=== mips_boot_loader ===
Fig. 1: mips_boot_loader, sizing map
(4 px per micron)
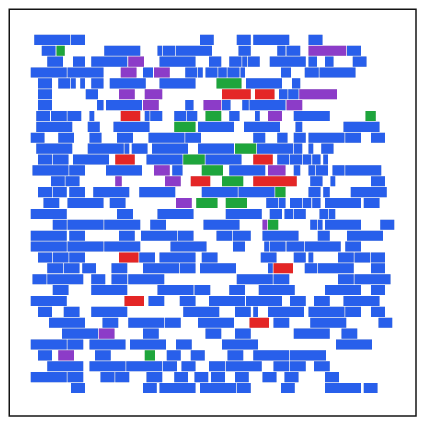

### src/rtl/mips_boot_loader.sv
// Boot loader for MIPS_CORE. It takes a length-prefixed, XOR-checksummed byte
// stream, writes it into instruction memory as big-endian 32-bit words, and
// keeps the core in reset until the whole image has arrived and verified.
module mips_boot_loader #(
    parameter int IMEM_DEPTH = 64,
    parameter int ADDR_W     = 6
) (
    input  logic              GlobalClock,
    input  logic              GlobalReset,
    input  logic              rx_valid,
    input  logic [7:0]        rx_data,
    output logic              rx_ready,
    output logic              imem_we,
    output logic [ADDR_W-1:0] imem_addr,
    output logic [31:0]       imem_wdata,
    output logic              core_reset,
    output logic              load_done,
    output logic              load_error
);

    typedef enum logic [2:0] {
        S_LEN_HI,
        S_LEN_LO,
        S_DATA,
        S_CSUM,
        S_RUN,
        S_ERR
    } state_t;

    localparam logic [15:0] MAX_LEN = 16'(IMEM_DEPTH);

    state_t            state;
    logic [7:0]        lenHi;
    logic [ADDR_W:0]   lenWords;   // validated word count, 1..IMEM_DEPTH
    logic [ADDR_W-1:0] wordIdx;
    logic [1:0]        byteCnt;
    logic [23:0]       asmWord;    // first three bytes of the word in flight
    logic [7:0]        runXor;

    logic              accept;
    logic [15:0]       lenFull;
    logic [7:0]        nextXor;
    logic              lastWord;

    // Handshake and helper terms derived from the current byte
    always_comb begin
        accept   = rx_valid && rx_ready;
        lenFull  = {lenHi, rx_data};
        nextXor  = runXor ^ rx_data;
        lastWord = (({1'b0, wordIdx} + (ADDR_W+1)'(1)) == lenWords);
    end

    // Protocol FSM with registered outputs; imem_we is a single-cycle strobe
    always_ff @(posedge GlobalClock or posedge GlobalReset) begin
        if (GlobalReset) begin
            state      <= S_LEN_HI;
            lenHi      <= '0;
            lenWords   <= '0;
            wordIdx    <= '0;
            byteCnt    <= '0;
            asmWord    <= '0;
            runXor     <= '0;
            rx_ready   <= 1'b1;
            imem_we    <= 1'b0;
            imem_addr  <= '0;
            imem_wdata <= '0;
            core_reset <= 1'b1;
            load_done  <= 1'b0;
            load_error <= 1'b0;
        end else begin
            imem_we <= 1'b0;
            if (accept) begin
                runXor <= nextXor;
                case (state)
                    S_LEN_HI: begin
                        lenHi <= rx_data;
                        state <= S_LEN_LO;
                    end
                    S_LEN_LO: begin
                        if (lenFull == 16'd0 || lenFull > MAX_LEN) begin
                            state      <= S_ERR;
                            rx_ready   <= 1'b0;
                            load_error <= 1'b1;
                        end else begin
                            // Range already checked, so the low bits hold N exactly
                            lenWords <= lenFull[ADDR_W:0];
                            state    <= S_DATA;
                        end
                    end
                    S_DATA: begin
                        byteCnt <= byteCnt + 2'd1;
                        asmWord <= {asmWord[15:0], rx_data};
                        if (byteCnt == 2'd3) begin
                            imem_we    <= 1'b1;
                            imem_addr  <= wordIdx;
                            imem_wdata <= {asmWord, rx_data};
                            wordIdx    <= wordIdx + 1'b1;
                            if (lastWord) state <= S_CSUM;
                        end
                    end
                    S_CSUM: begin
                        rx_ready <= 1'b0;
                        if (nextXor == 8'h00) begin
                            state      <= S_RUN;
                            core_reset <= 1'b0;
                            load_done  <= 1'b1;
                        end else begin
                            state      <= S_ERR;
                            load_error <= 1'b1;
                        end
                    end
                    default: ;  // S_RUN / S_ERR: rx_ready is low, nothing accepted
                endcase
            end
        end
    end

endmodule

### config.mk
export PLATFORM = sky130hd
export DESIGN_NAME = mips_boot_loader
export DESIGN_NICKNAME = d
export VERILOG_FILES = /design/src/rtl/mips_boot_loader.sv
export SDC_FILE = /design/constraint.sdc
export NUM_CORES = 1
export LEC_CHECK = 0
export CAP_MARGIN = 20
export CORE_MARGIN = 5
export CORE_UTILIZATION = 50
export CTS_CLUSTER_DIAMETER = 60
export DETAILED_ROUTE_END_ITERATION = 12
export GPL_ROUTABILITY_DRIVEN = 0
export PLACE_DENSITY_LB_ADDON = 0.05
export SETUP_SLACK_MARGIN = 0.1
export SLEW_MARGIN = 20
export SYNTH_ARGS = -nofsm -noshare
export SYNTH_HDL_FRONTEND = slang
export SYNTH_SLANG_ARGS = --single-unit
### constraint.sdc
create_clock -name GlobalClock -period 3.8 [get_ports GlobalClock]
set_input_delay 0.38 -clock GlobalClock [delete_from_list [all_inputs] [get_ports GlobalClock]]
set_output_delay 0.38 -clock GlobalClock [all_outputs]
set_load 0.05 [all_outputs]
=== keycode_sequencer_flat ===
$ cat config.mk
export PLATFORM = sky130hd
export DESIGN_NAME = keycode_sequencer_flat
export DESIGN_NICKNAME = d
export VERILOG_FILES = /design/src/rtl/keycode_sequencer_if.sv /design/src/rtl/keycode_sequencer.sv /design/src/flat_wrapper.sv
export SDC_FILE = /design/constraint.sdc
export NUM_CORES = 1
export LEC_CHECK = 0
export CORE_UTILIZATION = 48
export DETAILED_ROUTE_END_ITERATION = 6
export PLACE_DENSITY = 0.69
export SLEW_MARGIN = 20
export SYNTH_ARGS = -nofsm -noshare
export SYNTH_HDL_FRONTEND = slang
export SYNTH_SLANG_ARGS = --single-unit
$ cat constraint.sdc
create_clock -name clk_100MHz -period 4.1 [get_ports clk_100MHz]
set_clock_uncertainty 0.15 [all_clocks]
set_input_delay 0.615 -clock clk_100MHz [delete_from_list [all_inputs] [get_ports clk_100MHz]]
set_output_delay 0.615 -clock clk_100MHz [all_outputs]
set_load 0.1 [all_outputs]
$ cat src/rtl/keycode_sequencer_if.sv
// Script-entry write port of the keycode sequencer.
interface keycode_sequencer_if #(
    parameter int HOLD_W = 16
);
    // Handshake: an entry transfers on a rising clock edge where wr_valid and
    // wr_ready are both high. The producer keeps wr_valid and the payload
    // stable until that edge. wr_ready never depends on wr_valid.
    logic              wr_valid;
    logic              wr_ready;
    logic [2:0]        wr_slot;
    logic [7:0]        wr_keycode;
    logic [HOLD_W-1:0] wr_hold;
    logic              wr_release;

    modport master (
        output wr_valid, wr_slot, wr_keycode, wr_hold, wr_release,
        input  wr_ready
    );

    modport slave (
        input  wr_valid, wr_slot, wr_keycode, wr_hold, wr_release,
        output wr_ready
    );
endinterface

$ cat src/rtl/keycode_sequencer.sv
// Keycode sequencer: buffers script entries in a FIFO and plays them back as
// HID keycodes on two 32-bit GPIO words, holding each key for a programmed
// number of cycles followed by a fixed release gap.
module keycode_sequencer #(
    parameter int NUM_SLOTS  = 6,
    parameter int DEPTH      = 16,
    parameter int HOLD_W     = 16,
    parameter int GAP_CYCLES = 4
) (
    input  logic                       clk_100MHz,
    input  logic                       reset_rtl_0,
    keycode_sequencer_if.slave         wr,
    input  logic                       run,
    output logic                       busy,
    output logic [31:0]                gpio_usb_keycode_0_tri_o,
    output logic [31:0]                gpio_usb_keycode_1_tri_o,
    output logic                       key_int,
    output logic [$clog2(DEPTH):0]     fifo_count,
    output logic                       err_slot,
    output logic [1:0]                 state_dbg
);
    localparam int          PTR_W       = $clog2(DEPTH);
    localparam int          CNT_W       = PTR_W + 1;
    localparam int          GAP_W       = $clog2(GAP_CYCLES + 1);
    localparam logic [3:0]  NUM_SLOTS_L = 4'(NUM_SLOTS);
    localparam logic [GAP_W-1:0] GAP_LOAD = GAP_W'(GAP_CYCLES);

    typedef enum logic [1:0] {
        ST_IDLE = 2'd0,
        ST_HOLD = 2'd1,
        ST_GAP  = 2'd2
    } state_t;

    // FIFO storage, one array per field
    logic [2:0]        mem_slot [DEPTH];
    logic [7:0]        mem_key  [DEPTH];
    logic [HOLD_W-1:0] mem_hold [DEPTH];
    logic              mem_rel  [DEPTH];

    logic [PTR_W-1:0]  wr_ptr, rd_ptr;
    logic [CNT_W-1:0]  count_q;
    logic              push, pop, err_set;

    state_t            state_q, state_n;
    logic [HOLD_W-1:0] hold_q, hold_n;
    logic [GAP_W-1:0]  gap_q, gap_n;
    logic              rel_q, rel_n;
    // Slot i occupies bits [8*i+7:8*i]; slots at or above NUM_SLOTS are never
    // written, so they stay zero from reset.
    logic [63:0]       keys_q, keys_n;

    logic [2:0]        head_slot;
    logic [7:0]        head_key;
    logic [HOLD_W-1:0] head_hold;
    logic              head_rel;

    assign wr.wr_ready = !reset_rtl_0 && (count_q < CNT_W'(DEPTH));
    assign push        = wr.wr_valid && wr.wr_ready;

    assign head_slot = mem_slot[rd_ptr];
    assign head_key  = mem_key[rd_ptr];
    assign head_hold = mem_hold[rd_ptr];
    assign head_rel  = mem_rel[rd_ptr];

    assign fifo_count               = count_q;
    assign busy                     = (state_q != ST_IDLE) || (count_q != '0);
    assign gpio_usb_keycode_0_tri_o = keys_q[31:0];
    assign gpio_usb_keycode_1_tri_o = keys_q[63:32];
    assign state_dbg                = state_q;

    // FIFO payload write; storage needs no reset since count gates reads
    always_ff @(posedge clk_100MHz) begin
        if (push) begin
            mem_slot[wr_ptr] <= wr.wr_slot;
            mem_key[wr_ptr]  <= wr.wr_keycode;
            mem_hold[wr_ptr] <= wr.wr_hold;
            mem_rel[wr_ptr]  <= wr.wr_release;
        end
    end

    // FIFO pointers and occupancy; pointers wrap naturally at DEPTH
    always_ff @(posedge clk_100MHz) begin
        if (reset_rtl_0) begin
            wr_ptr  <= '0;
            rd_ptr  <= '0;
            count_q <= '0;
        end else begin
            if (push) wr_ptr <= wr_ptr + 1'b1;
            if (pop)  rd_ptr <= rd_ptr + 1'b1;
            case ({push, pop})
                2'b10:   count_q <= count_q + 1'b1;
                2'b01:   count_q <= count_q - 1'b1;
                default: count_q <= count_q;
            endcase
        end
    end

    // Playback FSM next state, counters and slot contents
    always_comb begin
        state_n = state_q;
        hold_n  = hold_q;
        gap_n   = gap_q;
        rel_n   = rel_q;
        keys_n  = keys_q;
        pop     = 1'b0;
        err_set = 1'b0;
        case (state_q)
            ST_IDLE: begin
                if (run && (count_q != '0)) begin
                    pop = 1'b1;
                    if ({1'b0, head_slot} >= NUM_SLOTS_L) begin
                        err_set = 1'b1;
                    end else begin
                        keys_n[{head_slot, 3'b000} +: 8] = head_key;
                        hold_n  = (head_hold == '0) ? HOLD_W'(1) : head_hold;
                        rel_n   = head_rel;
                        state_n = ST_HOLD;
                    end
                end
            end
            ST_HOLD: begin
                if (run) begin
                    if (hold_q == HOLD_W'(1)) begin
                        if (rel_q) keys_n = '0;
                        gap_n   = GAP_LOAD;
                        state_n = ST_GAP;
                    end else begin
                        hold_n = hold_q - 1'b1;
                    end
                end
            end
            ST_GAP: begin
                if (run) begin
                    if (gap_q == GAP_W'(1)) begin
                        state_n = ST_IDLE;
                    end else begin
                        gap_n = gap_q - 1'b1;
                    end
                end
            end
            default: state_n = ST_IDLE;
        endcase
    end

    // FSM/slot registers; key_int flags any change of the output words
    always_ff @(posedge clk_100MHz) begin
        if (reset_rtl_0) begin
            state_q  <= ST_IDLE;
            hold_q   <= '0;
            gap_q    <= '0;
            rel_q    <= 1'b0;
            keys_q   <= '0;
            key_int  <= 1'b0;
            err_slot <= 1'b0;
        end else begin
            state_q <= state_n;
            hold_q  <= hold_n;
            gap_q   <= gap_n;
            rel_q   <= rel_n;
            keys_q  <= keys_n;
            key_int <= (keys_n != keys_q);
            if (err_set) err_slot <= 1'b1;
        end
    end
endmodule
$ cat src/flat_wrapper.sv
// flat-port wrapper written by rule: the top's interface ports become plain ports
module keycode_sequencer_flat 
#(
    parameter int NUM_SLOTS  = 6,
    parameter int DEPTH      = 16,
    parameter int HOLD_W     = 16,
    parameter int GAP_CYCLES = 4
)
  (clk_100MHz, reset_rtl_0, run, busy, gpio_usb_keycode_0_tri_o, gpio_usb_keycode_1_tri_o, key_int, fifo_count, err_slot, state_dbg, wr_wr_valid, wr_wr_slot, wr_wr_keycode, wr_wr_hold, wr_wr_release, wr_wr_ready);
  keycode_sequencer_if #(.HOLD_W(HOLD_W)) wr_i ();
  input  logic clk_100MHz;
  input  logic reset_rtl_0;
  input  logic run;
  output logic busy;
  output logic [31:0] gpio_usb_keycode_0_tri_o;
  output logic [31:0] gpio_usb_keycode_1_tri_o;
  output logic key_int;
  output logic [$clog2(DEPTH):0] fifo_count;
  output logic err_slot;
  output logic [1:0] state_dbg;
  input wire logic [$bits(wr_i.wr_valid)-1:0] wr_wr_valid;
  input wire logic [$bits(wr_i.wr_slot)-1:0] wr_wr_slot;
  input wire logic [$bits(wr_i.wr_keycode)-1:0] wr_wr_keycode;
  input wire logic [$bits(wr_i.wr_hold)-1:0] wr_wr_hold;
  input wire logic [$bits(wr_i.wr_release)-1:0] wr_wr_release;
  output wire logic [$bits(wr_i.wr_ready)-1:0] wr_wr_ready;
  assign wr_i.wr_valid = wr_wr_valid;
  assign wr_i.wr_slot = wr_wr_slot;
  assign wr_i.wr_keycode = wr_wr_keycode;
  assign wr_i.wr_hold = wr_wr_hold;
  assign wr_i.wr_release = wr_wr_release;
  assign wr_wr_ready = wr_i.wr_ready;
  keycode_sequencer #(.NUM_SLOTS(NUM_SLOTS), .DEPTH(DEPTH), .HOLD_W(HOLD_W), .GAP_CYCLES(GAP_CYCLES)) u_core (.clk_100MHz(clk_100MHz), .reset_rtl_0(reset_rtl_0), .wr(wr_i), .run(run), .busy(busy), .gpio_usb_keycode_0_tri_o(gpio_usb_keycode_0_tri_o), .gpio_usb_keycode_1_tri_o(gpio_usb_keycode_1_tri_o), .key_int(key_int), .fifo_count(fifo_count), .err_slot(err_slot), .state_dbg(state_dbg));
endmodule
=== csr_uart_rx ===
File: src/rtl/csr_uart_rx.sv
// 8N1 UART receiver behind a single CSR: bytes queue in a small FIFO, read pops the head.
// Status word carries not-empty plus sticky overrun/framing flags that software clears by writing ones.
module csr_uart_rx #(
  parameter int          CLOCK_RATE = 200_000_000,
  parameter int          BAUD_RATE  = 115200,
  parameter int          FIFO_DEPTH = 16,
  parameter logic [11:0] CSR_ADDR   = 12'hBC3
) (
  input  logic        clk,
  input  logic        rstn,
  input  logic        read,
  input  logic [2:0]  modify,
  input  logic [31:0] wdata,
  input  logic [11:0] addr,
  output logic [31:0] rdata,
  output logic        valid,
  input  logic        rx
);

  localparam int            P      = CLOCK_RATE / BAUD_RATE;
  localparam int            CW     = $clog2(P + 1);
  localparam logic [CW-1:0] P_LAST = CW'(P - 1);
  localparam logic [CW-1:0] H_LAST = CW'(P / 2 - 1);
  localparam int            AW     = (FIFO_DEPTH > 1) ? $clog2(FIFO_DEPTH) : 1;
  localparam logic [AW:0]   DEPTH  = (AW + 1)'(FIFO_DEPTH);

  typedef enum logic [1:0] {S_IDLE, S_START, S_DATA, S_STOP} state_t;

  state_t          state_q, state_d;
  logic            rx_s1_q, rx_s2_q;
  logic [CW-1:0]   cnt_q, cnt_d;
  logic [2:0]      bit_q, bit_d;
  logic [7:0]      shift_q, shift_d;
  logic            brk_q, brk_d;
  logic [AW-1:0]   rd_ptr_q, rd_ptr_d, wr_ptr_q, wr_ptr_d;
  logic [AW:0]     count_q, count_d;
  logic            ovr_q, ovr_d, ferr_q, ferr_d;
  logic [7:0]      mem_q [FIFO_DEPTH];

  logic hit, wr_hit, empty, full, pop, push, push_ok, ovr_set, ferr_set;
  logic [7:0] head;
  logic unused_wdata;

  assign unused_wdata = ^{wdata[31:11], wdata[8:0]};

  assign hit    = (addr == CSR_ADDR) & (read | (modify != 3'd0));
  assign wr_hit = hit & (modify != 3'd0);
  assign empty  = (count_q == '0);
  assign full   = (count_q == DEPTH);
  assign pop    = hit & read & ~empty;
  assign head   = empty ? 8'h00 : mem_q[rd_ptr_q];
  assign valid  = hit;
  assign rdata  = hit ? {21'b0, ferr_q, ovr_q, ~empty, head} : 32'b0;

  always_comb begin
    state_d  = state_q;
    cnt_d    = cnt_q;
    bit_d    = bit_q;
    shift_d  = shift_q;
    brk_d    = brk_q;
    push     = 1'b0;
    ferr_set = 1'b0;
    case (state_q)
      S_IDLE: begin
        cnt_d = '0;
        if (!rx_s2_q) state_d = S_START;
      end
      S_START: begin
        if (cnt_q == H_LAST) begin
          cnt_d   = '0;
          bit_d   = 3'd0;
          // A start bit that is high again at mid-bit was only a glitch
          state_d = rx_s2_q ? S_IDLE : S_DATA;
        end else begin
          cnt_d = cnt_q + 1'b1;
        end
      end
      S_DATA: begin
        if (cnt_q == P_LAST) begin
          cnt_d   = '0;
          shift_d = {rx_s2_q, shift_q[7:1]};
          if (bit_q == 3'd7) state_d = S_STOP;
          else               bit_d   = bit_q + 1'b1;
        end else begin
          cnt_d = cnt_q + 1'b1;
        end
      end
      S_STOP: begin
        if (brk_q) begin
          // Hold off after a framing error until the line is idle again
          if (rx_s2_q) begin
            brk_d   = 1'b0;
            state_d = S_IDLE;
          end
        end else if (cnt_q == P_LAST) begin
          cnt_d = '0;
          if (rx_s2_q) begin
            push    = 1'b1;
            state_d = S_IDLE;
          end else begin
            ferr_set = 1'b1;
            brk_d    = 1'b1;
          end
        end else begin
          cnt_d = cnt_q + 1'b1;
        end
      end
      default: state_d = S_IDLE;
    endcase
  end

  always_comb begin
    // A full FIFO still accepts a byte when the head leaves in the same cycle
    push_ok  = push & (~full | pop);
    ovr_set  = push & full & ~pop;
    wr_ptr_d = push_ok ? wr_ptr_q + 1'b1 : wr_ptr_q;
    rd_ptr_d = pop ? rd_ptr_q + 1'b1 : rd_ptr_q;
    count_d  = count_q;
    case ({push_ok, pop})
      2'b10:   count_d = count_q + 1'b1;
      2'b01:   count_d = count_q - 1'b1;
      default: count_d = count_q;
    endcase
    ovr_d  = ovr_set  | (ovr_q  & ~(wr_hit & wdata[9]));
    ferr_d = ferr_set | (ferr_q & ~(wr_hit & wdata[10]));
  end

  always_ff @(posedge clk or negedge rstn) begin
    if (!rstn) begin
      rx_s1_q  <= 1'b1;
      rx_s2_q  <= 1'b1;
      state_q  <= S_IDLE;
      cnt_q    <= '0;
      bit_q    <= 3'd0;
      shift_q  <= 8'h00;
      brk_q    <= 1'b0;
      rd_ptr_q <= '0;
      wr_ptr_q <= '0;
      count_q  <= '0;
      ovr_q    <= 1'b0;
      ferr_q   <= 1'b0;
      for (int i = 0; i < FIFO_DEPTH; i++) mem_q[i] <= 8'h00;
    end else begin
      rx_s1_q  <= rx;
      rx_s2_q  <= rx_s1_q;
      state_q  <= state_d;
      cnt_q    <= cnt_d;
      bit_q    <= bit_d;
      shift_q  <= shift_d;
      brk_q    <= brk_d;
      rd_ptr_q <= rd_ptr_d;
      wr_ptr_q <= wr_ptr_d;
      count_q  <= count_d;
      ovr_q    <= ovr_d;
      ferr_q   <= ferr_d;
      if (push_ok) mem_q[wr_ptr_q] <= shift_q;
    end
  end

endmodule

File: config.mk
export PLATFORM = sky130hd
export DESIGN_NAME = csr_uart_rx
export DESIGN_NICKNAME = d
export VERILOG_FILES = /design/src/rtl/csr_uart_rx.sv
export SDC_FILE = /design/constraint.sdc
export NUM_CORES = 1
export LEC_CHECK = 0
export CORE_ASPECT_RATIO = 0.8
export CORE_UTILIZATION = 40
export DETAILED_ROUTE_END_ITERATION = 16
export HOLD_SLACK_MARGIN = 0.1
export PLACE_DENSITY_LB_ADDON = 0.12
export SLEW_MARGIN = 20
export SYNTH_ARGS = -nofsm -noshare
export SYNTH_HDL_FRONTEND = slang
export SYNTH_SLANG_ARGS = --single-unit
File: constraint.sdc
create_clock -name clk -period 4.91 [get_ports clk]
set_clock_uncertainty 0.15 [all_clocks]
set_input_delay 1.473 -clock clk [delete_from_list [all_inputs] [get_ports clk]]
set_output_delay 1.473 -clock clk [all_outputs]
set_load 0.01 [all_outputs]
=== mmio_uart_tx ===
<file path="src/rtl/mmio_uart_tx_pkg.sv">
// Shared register offsets, STATUS bit positions, access-size codes and FSM states for the MMIO UART transmitter.
package mmio_uart_tx_pkg;

  localparam logic [3:0] OFF_TXDATA  = 4'h0;
  localparam logic [3:0] OFF_STATUS  = 4'h4;
  localparam logic [3:0] OFF_BAUDDIV = 4'h8;

  localparam int STAT_BUSY   = 0;
  localparam int STAT_FULL   = 1;
  localparam int STAT_EMPTY  = 2;
  localparam int STAT_OVF    = 3;
  localparam int STAT_CNT_LO = 8;
  localparam int STAT_CNT_W  = 5;

  localparam logic [1:0] MASK_B = 2'b00;
  localparam logic [1:0] MASK_H = 2'b01;
  localparam logic [1:0] MASK_W = 2'b10;

  typedef enum logic [2:0] {
    IDLE   = 3'd0,
    START  = 3'd1,
    DATA   = 3'd2,
    PARITY = 3'd3,
    STOP   = 3'd4
  } state_t;

endpackage

</file>
<file path="src/rtl/mmio_uart_tx_fifo.sv">
// Byte FIFO for the UART transmitter: push ignored when full, pop ignored when empty.
// Read data is the head entry, available combinationally; count reaches DEPTH when full.
module mmio_uart_tx_fifo #(
  parameter int WIDTH = 8,
  parameter int DEPTH = 8,
  localparam int AW = $clog2(DEPTH),
  localparam int CW = AW + 1
) (
  input  logic             clk,
  input  logic             rst_n,
  input  logic             push_i,
  input  logic [WIDTH-1:0] wdata_i,
  input  logic             pop_i,
  output logic [WIDTH-1:0] rdata_o,
  output logic             full_o,
  output logic             empty_o,
  output logic [CW-1:0]    count_o
);

  logic [WIDTH-1:0] mem_q [DEPTH];
  logic [AW-1:0]    wptr_q, wptr_d, rptr_q, rptr_d;
  logic [CW-1:0]    count_q, count_d;
  logic             do_push, do_pop;

  assign full_o  = (count_q == CW'(DEPTH));
  assign empty_o = (count_q == '0);
  assign count_o = count_q;
  assign rdata_o = mem_q[rptr_q];

  // Full is judged on the pre-edge count, so a same-cycle pop never rescues a push.
  assign do_push = push_i & ~full_o;
  assign do_pop  = pop_i & ~empty_o;

  always_comb begin
    wptr_d  = do_push ? wptr_q + 1'b1 : wptr_q;
    rptr_d  = do_pop  ? rptr_q + 1'b1 : rptr_q;
    count_d = count_q;
    case ({do_push, do_pop})
      2'b10:   count_d = count_q + 1'b1;
      2'b01:   count_d = count_q - 1'b1;
      default: count_d = count_q;
    endcase
  end

  always_ff @(posedge clk or negedge rst_n) begin
    if (!rst_n) begin
      wptr_q  <= '0;
      rptr_q  <= '0;
      count_q <= '0;
    end else begin
      wptr_q  <= wptr_d;
      rptr_q  <= rptr_d;
      count_q <= count_d;
    end
  end

  always_ff @(posedge clk) begin
    if (do_push) mem_q[wptr_q] <= wdata_i;
  end

endmodule

</file>
<file path="src/rtl/mmio_uart_tx.sv">
// MMIO UART transmitter: stored bytes queue in a FIFO and leave 8N1 (8E1 with UART_TX_PARITY_EN) at BAUDDIV clocks per bit.
// Reads are combinational; TXDATA pushes into a full FIFO are dropped and set the sticky overflow flag.
module mmio_uart_tx
  import mmio_uart_tx_pkg::*;
#(
  parameter logic [31:0] BASE_ADDR   = 32'h8020_0000,
  parameter int          FIFO_DEPTH  = 8,
  parameter logic [15:0] DEFAULT_DIV = 16'd434
) (
  input  logic        clk,
  input  logic        rst_n,
  input  logic [31:0] perip_addr,
  input  logic [31:0] perip_wdata,
  input  logic        perip_wen,
  input  logic [1:0]  perip_mask,
  output logic [31:0] perip_rdata,
  output logic        perip_hit,
  output logic        uart_tx,
  output logic        tx_busy
);

  localparam int CW = $clog2(FIFO_DEPTH) + 1;

  logic [3:0]    off;
  logic          wr, push, pop, full, empty, load, bit_end;
  logic [7:0]    fifo_rdata;
  logic [CW-1:0] count;
  logic [15:0]   baud_q, baud_d, div_eff;
  logic          ovf_q, ovf_d;
  logic [31:0]   status;
  state_t        state_q, state_d;
  logic [15:0]   cnt_q, cnt_d, bit_div_q, bit_div_d;
  logic [7:0]    shreg_q, shreg_d;
  logic [2:0]    bit_idx_q, bit_idx_d;
`ifdef UART_TX_PARITY_EN
  logic          par_q, par_d;
`endif
  logic          unused_bits;

  assign unused_bits = ^{perip_addr[1:0], perip_wdata[31:16]};

  assign perip_hit = (perip_addr[31:4] == BASE_ADDR[31:4]);
  assign off       = {perip_addr[3:2], 2'b00};
  assign wr        = perip_wen & perip_hit;
  assign push      = wr && (off == OFF_TXDATA);

  mmio_uart_tx_fifo #(.WIDTH(8), .DEPTH(FIFO_DEPTH)) u_tx_fifo (
    .clk     (clk),
    .rst_n   (rst_n),
    .push_i  (push),
    .wdata_i (perip_wdata[7:0]),
    .pop_i   (pop),
    .rdata_o (fifo_rdata),
    .full_o  (full),
    .empty_o (empty),
    .count_o (count)
  );

  always_comb begin
    status                                  = '0;
    status[STAT_BUSY]                       = tx_busy | ~empty;
    status[STAT_FULL]                       = full;
    status[STAT_EMPTY]                      = empty;
    status[STAT_OVF]                        = ovf_q;
    status[STAT_CNT_LO +: STAT_CNT_W]       = STAT_CNT_W'(count);
  end

  always_comb begin
    perip_rdata = '0;
    if (perip_hit) begin
      case (off)
        OFF_STATUS:  perip_rdata = status;
        OFF_BAUDDIV: perip_rdata = {16'h0, baud_q};
        default:     perip_rdata = '0;
      endcase
    end
  end

  always_comb begin
    baud_d = baud_q;
    ovf_d  = ovf_q;
    if (push && full) ovf_d = 1'b1;
    if (wr && (off == OFF_STATUS) && perip_wdata[STAT_OVF]) ovf_d = 1'b0;
    if (wr && (off == OFF_BAUDDIV)) begin
      case (perip_mask)
        MASK_B:         baud_d[7:0] = perip_wdata[7:0];
        MASK_H, MASK_W: baud_d      = perip_wdata[15:0];
        default:        baud_d      = perip_wdata[15:0];
      endcase
    end
  end

  assign div_eff = (baud_q == 16'd0) ? 16'd1 : baud_q;
  assign bit_end = (cnt_q == bit_div_q - 16'd1);

  always_ff @(posedge clk or negedge rst_n) begin
    if (!rst_n) begin
      baud_q    <= DEFAULT_DIV;
      ovf_q     <= 1'b0;
      state_q   <= IDLE;
      cnt_q     <= '0;
      bit_div_q <= 16'd1;
      shreg_q   <= '0;
      bit_idx_q <= '0;
`ifdef UART_TX_PARITY_EN
      par_q     <= 1'b0;
`endif
    end else begin
      baud_q    <= baud_d;
      ovf_q     <= ovf_d;
      state_q   <= state_d;
      cnt_q     <= cnt_d;
      bit_div_q <= bit_div_d;
      shreg_q   <= shreg_d;
      bit_idx_q <= bit_idx_d;
`ifdef UART_TX_PARITY_EN
      par_q     <= par_d;
`endif
    end
  end

  always_comb begin
    state_d   = state_q;
    cnt_d     = cnt_q;
    bit_div_d = bit_div_q;
    shreg_d   = shreg_q;
    bit_idx_d = bit_idx_q;
    load      = 1'b0;
    pop       = 1'b0;
`ifdef UART_TX_PARITY_EN
    par_d     = par_q;
`endif
    if (state_q != IDLE) cnt_d = bit_end ? 16'd0 : cnt_q + 16'd1;
    case (state_q)
      IDLE:  if (!empty) load = 1'b1;
      START: if (bit_end) begin
        state_d   = DATA;
        bit_idx_d = 3'd0;
      end
      DATA:  if (bit_end) begin
        shreg_d   = {1'b0, shreg_q[7:1]};
        bit_idx_d = bit_idx_q + 3'd1;
`ifdef UART_TX_PARITY_EN
        if (bit_idx_q == 3'd7) state_d = PARITY;
`else
        if (bit_idx_q == 3'd7) state_d = STOP;
`endif
      end
      PARITY: if (bit_end) state_d = STOP;
      // Chaining straight from STOP into START keeps back-to-back frames gapless.
      STOP:  if (bit_end) begin
        if (!empty) load = 1'b1;
        else        state_d = IDLE;
      end
      default: state_d = IDLE;
    endcase
    if (load) begin
      pop       = 1'b1;
      shreg_d   = fifo_rdata;
      bit_div_d = div_eff;
      cnt_d     = 16'd0;
      state_d   = START;
`ifdef UART_TX_PARITY_EN
      par_d     = ^fifo_rdata;
`endif
    end
  end

  always_comb begin
    uart_tx = 1'b1;
    case (state_q)
      START:   uart_tx = 1'b0;
      DATA:    uart_tx = shreg_q[0];
`ifdef UART_TX_PARITY_EN
      PARITY:  uart_tx = par_q;
`endif
      default: uart_tx = 1'b1;
    endcase
  end

  assign tx_busy = (state_q != IDLE);

endmodule

</file>
<file path="config.mk">
export PLATFORM = sky130hd
export DESIGN_NAME = mmio_uart_tx
export DESIGN_NICKNAME = d
export VERILOG_FILES = /design/src/rtl/mmio_uart_tx_pkg.sv /design/src/rtl/mmio_uart_tx_fifo.sv /design/src/rtl/mmio_uart_tx.sv
export SDC_FILE = /design/constraint.sdc
export NUM_CORES = 1
export LEC_CHECK = 0
export ABC_CLOCK_PERIOD_IN_PS = 4600
export CAP_MARGIN = 20
export CORE_UTILIZATION = 55
export CTS_CLUSTER_DIAMETER = 40
export CTS_CLUSTER_SIZE = 20
export DETAILED_ROUTE_END_ITERATION = 16
export GPL_TIMING_DRIVEN = 0
export PLACE_DENSITY = 0.91
export SLEW_MARGIN = 20
export SYNTH_ARGS = -nofsm -noshare
export SYNTH_HDL_FRONTEND = slang
export SYNTH_SLANG_ARGS = --single-unit
</file>
<file path="constraint.sdc">
create_clock -name clk -period 4.6 [get_ports clk]
set_input_delay 0.69 -clock clk [delete_from_list [all_inputs] [get_ports clk]]
set_output_delay 0.69 -clock clk [all_outputs]
set_load 0.05 [all_outputs]
</file>

==> screenshots <==
Cell outlines without signal wires.
panel A
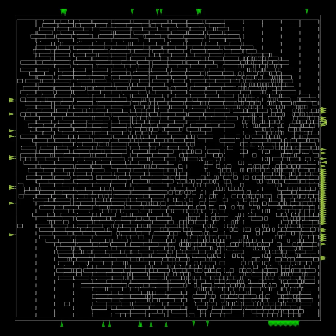
panel B
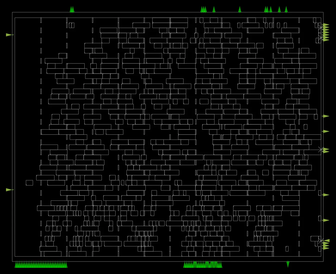
panel C
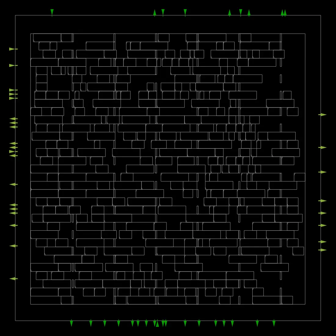
panel D
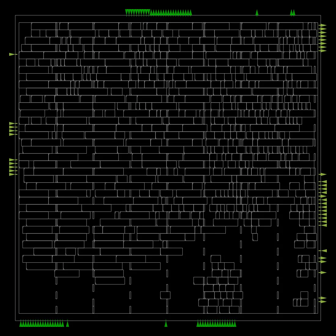
Of these, lowest utilization: panel B
Of these, fewest sequential cells: panel C
- panel D = mmio_uart_tx
- panel C = mips_boot_loader
- panel B = csr_uart_rx
- panel A = keycode_sequencer_flat

Fig. 2: csr_uart_rx, ports around the boundary
(3 px per micron) Pins as bars across the die edge, other pins in gray.
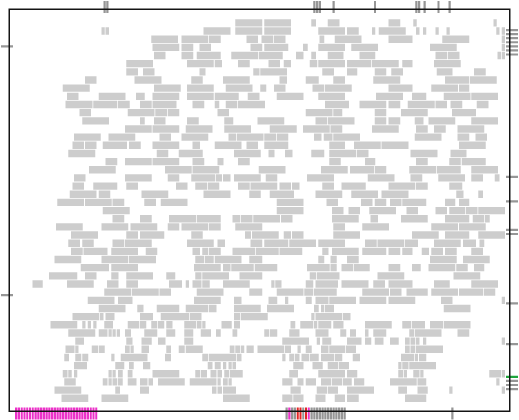
[red] `modify` | pins: 3 | direction: input | edge: bottom
[green] `rstn` | pins: 1 | direction: input | edge: right
[magenta] `wdata` | pins: 32 | direction: input | edge: bottom
all pins by edge: 53 bottom, 17 right, 12 top, 2 left
PortBufs: 32
chip width: 166.4 microns
die y size: 133.5 microns

==> reports/metrics.csv, csr_uart_rx <==
metric,value,unit
r2r_slack,1.33,ns
route.detailed.drc,4,
max_stage_delay,0.46,ns
combGateArea,4100,sq um
r2r-start,cnt_q[0],
first_global_vias,5183,
n_fill_cell,1855,
taps,269,
grt_busiest_layer,met2,
syn_inst,617,
ys_area,8646,sq um
p_sw,0.6336,mW
avgSynthCellArea,14.01,sq um
yosysWarnings,0,
n_all_inverters,10,
wl_met1,9.308,mm
placed_area,9104,sq um
place.gp.congestion,0.7757,
cts_tree,done,
min_to,rx_s2_q,
clock_power_share,46.7,%
setup_slack,0.09295,ns
compound_area_share,4.342,%
xor_share,1.418,%
cts_hold_buf,0,
lay_top_count,dfrtp_1,
seq_share,43.86,%
num-nonclk-buffers,48,
finalClockPeriodUsage,98.11,%
cp.depth,8,
warning_count,60,
whs,0.2082,ns
power_leader,registers,
drive_above_1_share,39.57,%
mux_share,27.70,%
netSwitchingFraction,23.09,%
setup_violations,0,
slew_headroom,41.09,%
cp.arrival,3.19,ns
violations,DRC,
crit_fanout,4,
first_iter_violations,306,
ys_cells,617,
hp-class,reg2reg,
root_buffer,clkbuf_16,
vias,4999,
chip_area,22210,sq um
ys_seq_share,49.23,%
cp_cell_sequence,"clkdlybuf4s50_1, nor4bb_4, and3_4, o21a_4, nand2b_4, buf_4, a211oi_2, buf_2",
dr.pass1.iters,13,
wl_met2,8.490,mm
status,"complete, but fails checks",
comb_power_share,2.2,%
dp_hpwl,12.18,mm
p_per_area,282.7,nW/um^2
p_seq_share,51.1,%
rr_worst_depth,11,
synth_flops,170,
fin_area,9707,sq um
grt_max_degree,75,
diodes,0,
slowest_stage,clkdlybuf4s50_1,
top_layer_used,met4,
top_regs,"mem_q (128), cnt_q (11), shift_q (8)",
[csr_uart_rx: worst max path at each step]
stage               end    start
2_1_floorplan  rdata[0]  addr[3]
3_3_place_gp   rdata[4]  addr[0]
3_5_place_dp   rdata[4]  addr[0]
4_1_cts           valid  addr[0]
5_1_grt        rdata[3]  addr[6]
6_report       rdata[4]  addr[6]
[csr_uart_rx: metrics by stage]
stage                     power [mW]  instances
final                          2.744        926
after global routing           2.848        926
after CTS                      2.789        925
after detailed placement       1.490        893
after global placement         1.488        893
after floorplan                1.454        637
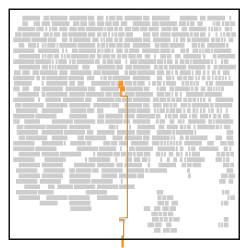
Fig. 3. I/O nets highlighted (mmio_uart_tx).
(2 px per micron)
[orange] `perip_wen` | direction: input | edge: bottom | end cells: 2 | buffers: 1 | wire: 83.8 microns
PortBufs: 69
io pins: 104

==> reports/metrics.csv, mmio_uart_tx <==
metric,value,unit
cts_buffers,17,
skew,0.008654,ns
clock-sinks,137,
status,"complete, no violations",
die-height,114.2,microns
chip_area,13050,sq um
combGateArea,2958,sq um
placed_area,7921,sq um
compound_area_share,6.555,%
ys_async_sr_fraction,53.28,%
ys_sh_adder,2.167,%
drv_slew,0,
p_per_area,335.2,nW/um^2
total_power,2.860,mW
core,12160,sq um
clk_path_buf_depth,2,
avgSynthCellArea,12.60,sq um
powerComb,0.157,mW
p_int,2.196,mW
largest_cell_class,registers,
largest_area_cell,edfxtp_1,
finalClockPeriodUsage,93.42,%
place.gp.congestion,0.8687,
p_seq_share,46.3,%
grt_busiest_layer,met2,
synth_flops,137,
top_cell_area_share,27.74,%
wl_met1,6.651,mm
clk_pin_slew,0.06,ns
hold_viol_final,0,
most-common-layout-cells,"clkdlybuf4s50_1 (68), dfrtp_1 (67), edfxtp_1 (64), nor2_1 (39), nand2_1 (35)",
fmax,232.7,MHz
synth.distinct_cells,64,
synth_area,6929,sq um
grt_overflow,0,
sh_comb_area,34.67,%
fp.dieW,114.2,microns
edf_count,64,
ys_cells,550,
initCoreUtil,56.98,%
cp-startpoint,perip_addr[7],
largest_reg_flops,64,
crit_fanout,10,
num_rows,40,
cp.arrival,3.61,ns
xor_share,4.171,%
dp_hpwl,11.69,mm
fin_util,70.15,%
first_global_vias,5099,
==> mmio_uart_tx: Yosys cell counts, drive strengths merged (2+ instances only) <==
master,count
nor4b,2
or4,4
inv,16
nand2b,8
edfxtp,64
nor3,13
a31oi,7
dfstp,6
nand3,11
and4,2
nor2,40
xor2,22
buf,22
clkbuf,16
mux4,16
a22oi,8
nand2,35
and3,13
mux2,35
o211ai,6
nor3b,2
nor4,16
a21o,2
nand3b,2
xnor2,11
or3,3
o22ai,5
and2,2
nor2b,8
or2,2
a41oi,2
dfrtp,67
a21oi,8
ha,12
o21ai,16
nand4,10
mux2i,24
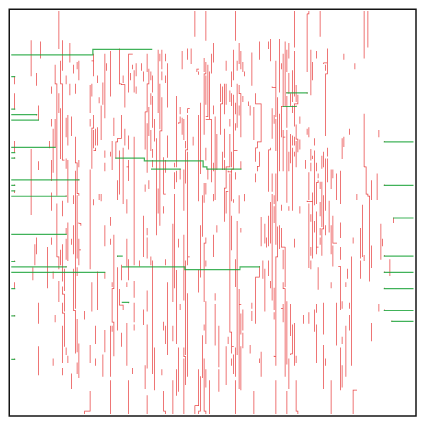
Fig. 4. Wiring by layer (mips_boot_loader).
(4 px per micron) Two of the layers only.
[green] metal 3 | wire length: 288 microns
[red] metal 2 | wire length: 3,520 microns

Notes on Fig. 1 above:
[blue] _0 and _1 cells | cells: 298
[green] _3 and _4 cells | cells: 14
[red] _6 and larger | cells: 11
[purple] _2 cells | cells: 19
total of plain and repair buffers excluding clock buffers: 57
Finished Cell Area: 4987 sq um
layout overhead on the synthesized area: 19.66%
final setup margin: 1.486 ns

==> reports/metrics.csv, mips_boot_loader <==
metric,value,unit
status,"complete, no violations",
sh_comb_area,31.71,%
logic_family,multiplexers,
min_period,2.314,ns
power_clock,0.640,mW
compound_area_share,2.282,%
skew,0.01150,ns
ir_drop,192.4,uV
rsz0062_at_grt,no,
ys_area,4168,sq um
wl_met3,288,microns
n_fill_cell,643,
seq_share,50.73,%
p_seq,1.07,mW
lay_top_count,dfrtp_1,
dr.pass1.iters,4,
clk_share,3.487,%
clk_pin_slew,0.09,ns
combGateArea,1582,sq um
p_sw,0.3746,mW
first_iter_violations,70,
endpoint,lenWords[4],
topCellsByArea,"dfrtp_1 (59%), mux2_1 (17%), xnor2_1 (3.6%)",
dp_hpwl,5.140,mm
clock_latency,0.35,ns
p_int,1.391,mW
die-height,101.3,microns
==> mips_boot_loader: flip-flops by register name, summed over array words and instances, names as in the netlist <==
name / cells
imem_addr: 6
core_reset: 1
asmWord: 24
imem_wdata: 32
rx_ready: 1
lenWords: 7
imem_we: 1
load_done: 1
byteCnt: 2
lenHi: 8
runXor: 8
load_error: 1
state: 3
wordIdx: 6
==> mips_boot_loader: cell families after synthesis <==
group	after synthesis
compound gates	13
xor+xnor	30
fa+ha+maj	2
buf+inv	14
flops	101
mux	79
simple gates	43
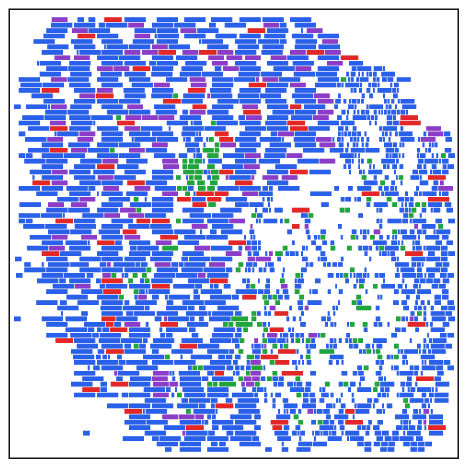
Fig. 5. Sizing map (keycode_sequencer_flat).
(2 px per micron)
[green] _3 and _4 cells | cells: 150
[red] _6 and larger | cells: 81
[purple] _2 cells | cells: 143
[blue] _0 and _1 cells | cells: 1,459

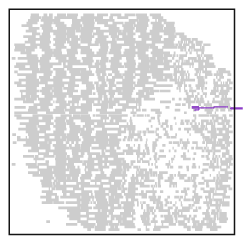
Fig. 6. I/O nets highlighted (keycode_sequencer_flat).
(1 px per micron)
[purple] `err_slot` | direction: output | edge: right | end cells: 1 | buffers: 1 | wire: 39.1 microns

==> reports/metrics.csv, keycode_sequencer_flat <==
metric,value,unit
topCellsByArea,"edfxtp_1 (57%), mux4_2 (9.5%), dfxtp_1 (8.9%)",
largest_area_cell,edfxtp_1,
port_buffers,106,
fin_util,58.42,%
clk_pin_slew,0.06,ns
seq_share,55.37,%
p_sw,6.079,mW
largest_reg_flops,256,
regArea,15570,sq um
ff_type,edfxtp_1,
nNetsFinal,1837,
top_register,u_core.mem_hold,
ant_nets,0,
status,"complete, no violations",
place.gp.congestion,1.014,
core,48150,sq um
nClkBuffers,74,
min_period,3.947,ns
cp_cell_sequence,"buf_4, mux2i_1, a22oi_1, and3_4, or2_2, inv_1, ha_1, ha_1, and3b_1, o211ai_1, nor2_2, nand2_1, nor3_1, buf_4, o31ai_1, nand4_1, nor4_4, buf_4, a41oi_1",
fp.dieW,223.8,microns
first_iter_violations,1922,
r2r_slack,0.15,ns
## keycode_sequencer_flat: metrics by stage
| stage | instances | instance area (sq um) | hold WS, ns |
|---|---|---|---|
| after floorplan | 1583 | 23660 | 0.2816 |
| after global placement | 2382 | 26260 | 0.2909 |
| after detailed placement | 2382 | 26260 | 0.3126 |
| after CTS | 2485 | 28050 | 0.2390 |
| after global routing | 2489 | 28130 | 0.2719 |
| final | 2489 | 28130 | 0.2748 |
## keycode_sequencer_flat: kinds of logic after synthesis
family,after synthesis
mux,164
simple gates,409
compound gates,304
xor+xnor,17
buf+inv,119
flops,553
fa+ha+maj,17


## Gallery

Ports around the boundary.
(a)
(4 px per micron) Pins as bars across the die edge, other pins in gray.
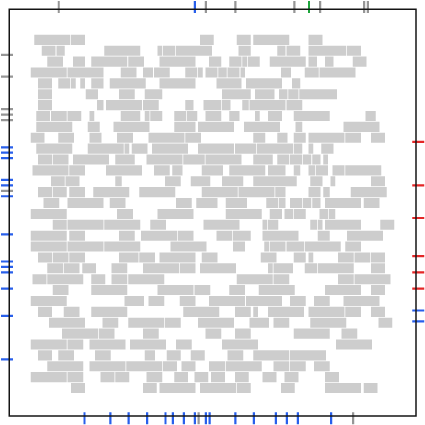
(b)
(2 px per micron) Pins as bars across the die edge, other pins in gray.
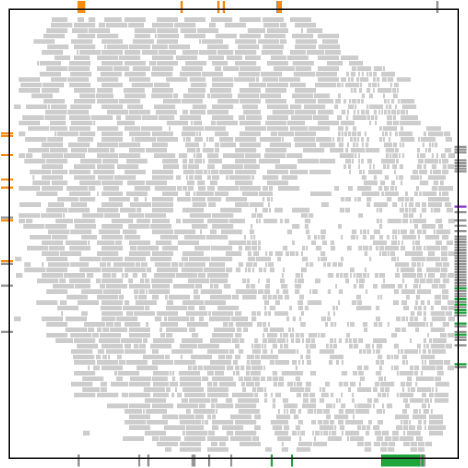
(c)
(4 px per micron) Pins as bars across the die edge, other pins in gray.
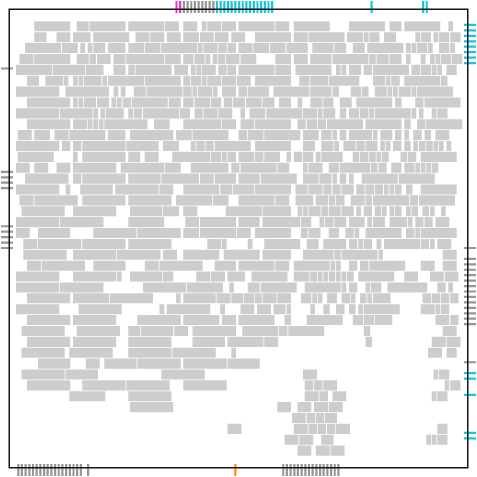
(a) -> mips_boot_loader
(c) -> mmio_uart_tx
(b) -> keycode_sequencer_flat

Key to (a):
[green] `rx_valid` | pins: 1 | direction: input | edge: top
[red] `imem_addr` | pins: 6 | direction: output | edge: right
[blue] `imem_wdata` | pins: 32 | direction: output | edge: 16 bottom, 13 left, 2 right, 1 top
all pins by edge: 19 left, 18 bottom, 9 top, 8 right


## Gallery

Wiring by layer.
shot_01.png
(4 px per micron) Two of the layers only.
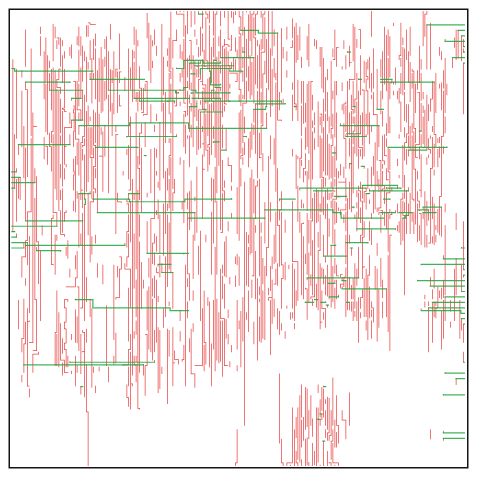
shot_02.png
(2 px per micron) Two of the layers only.
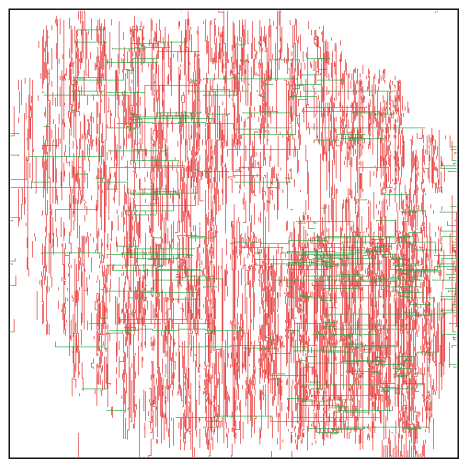
shot_03.png
(3 px per micron) Two of the layers only.
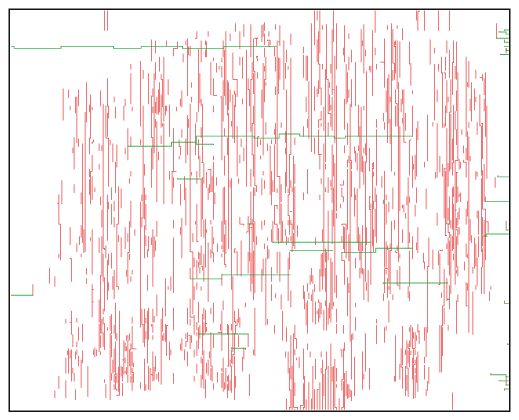
mmio_uart_tx -> shot_01.png
csr_uart_rx -> shot_03.png
keycode_sequencer_flat -> shot_02.png
The one with the smallest die is shot_01.png.

Key to shot_02.png:
[red] metal 2 | wire length: 32.5 mm
[green] metal 3 | wire length: 4,850 microns

Power figures rest on the tool's default switching activity, not on a simulated workload.
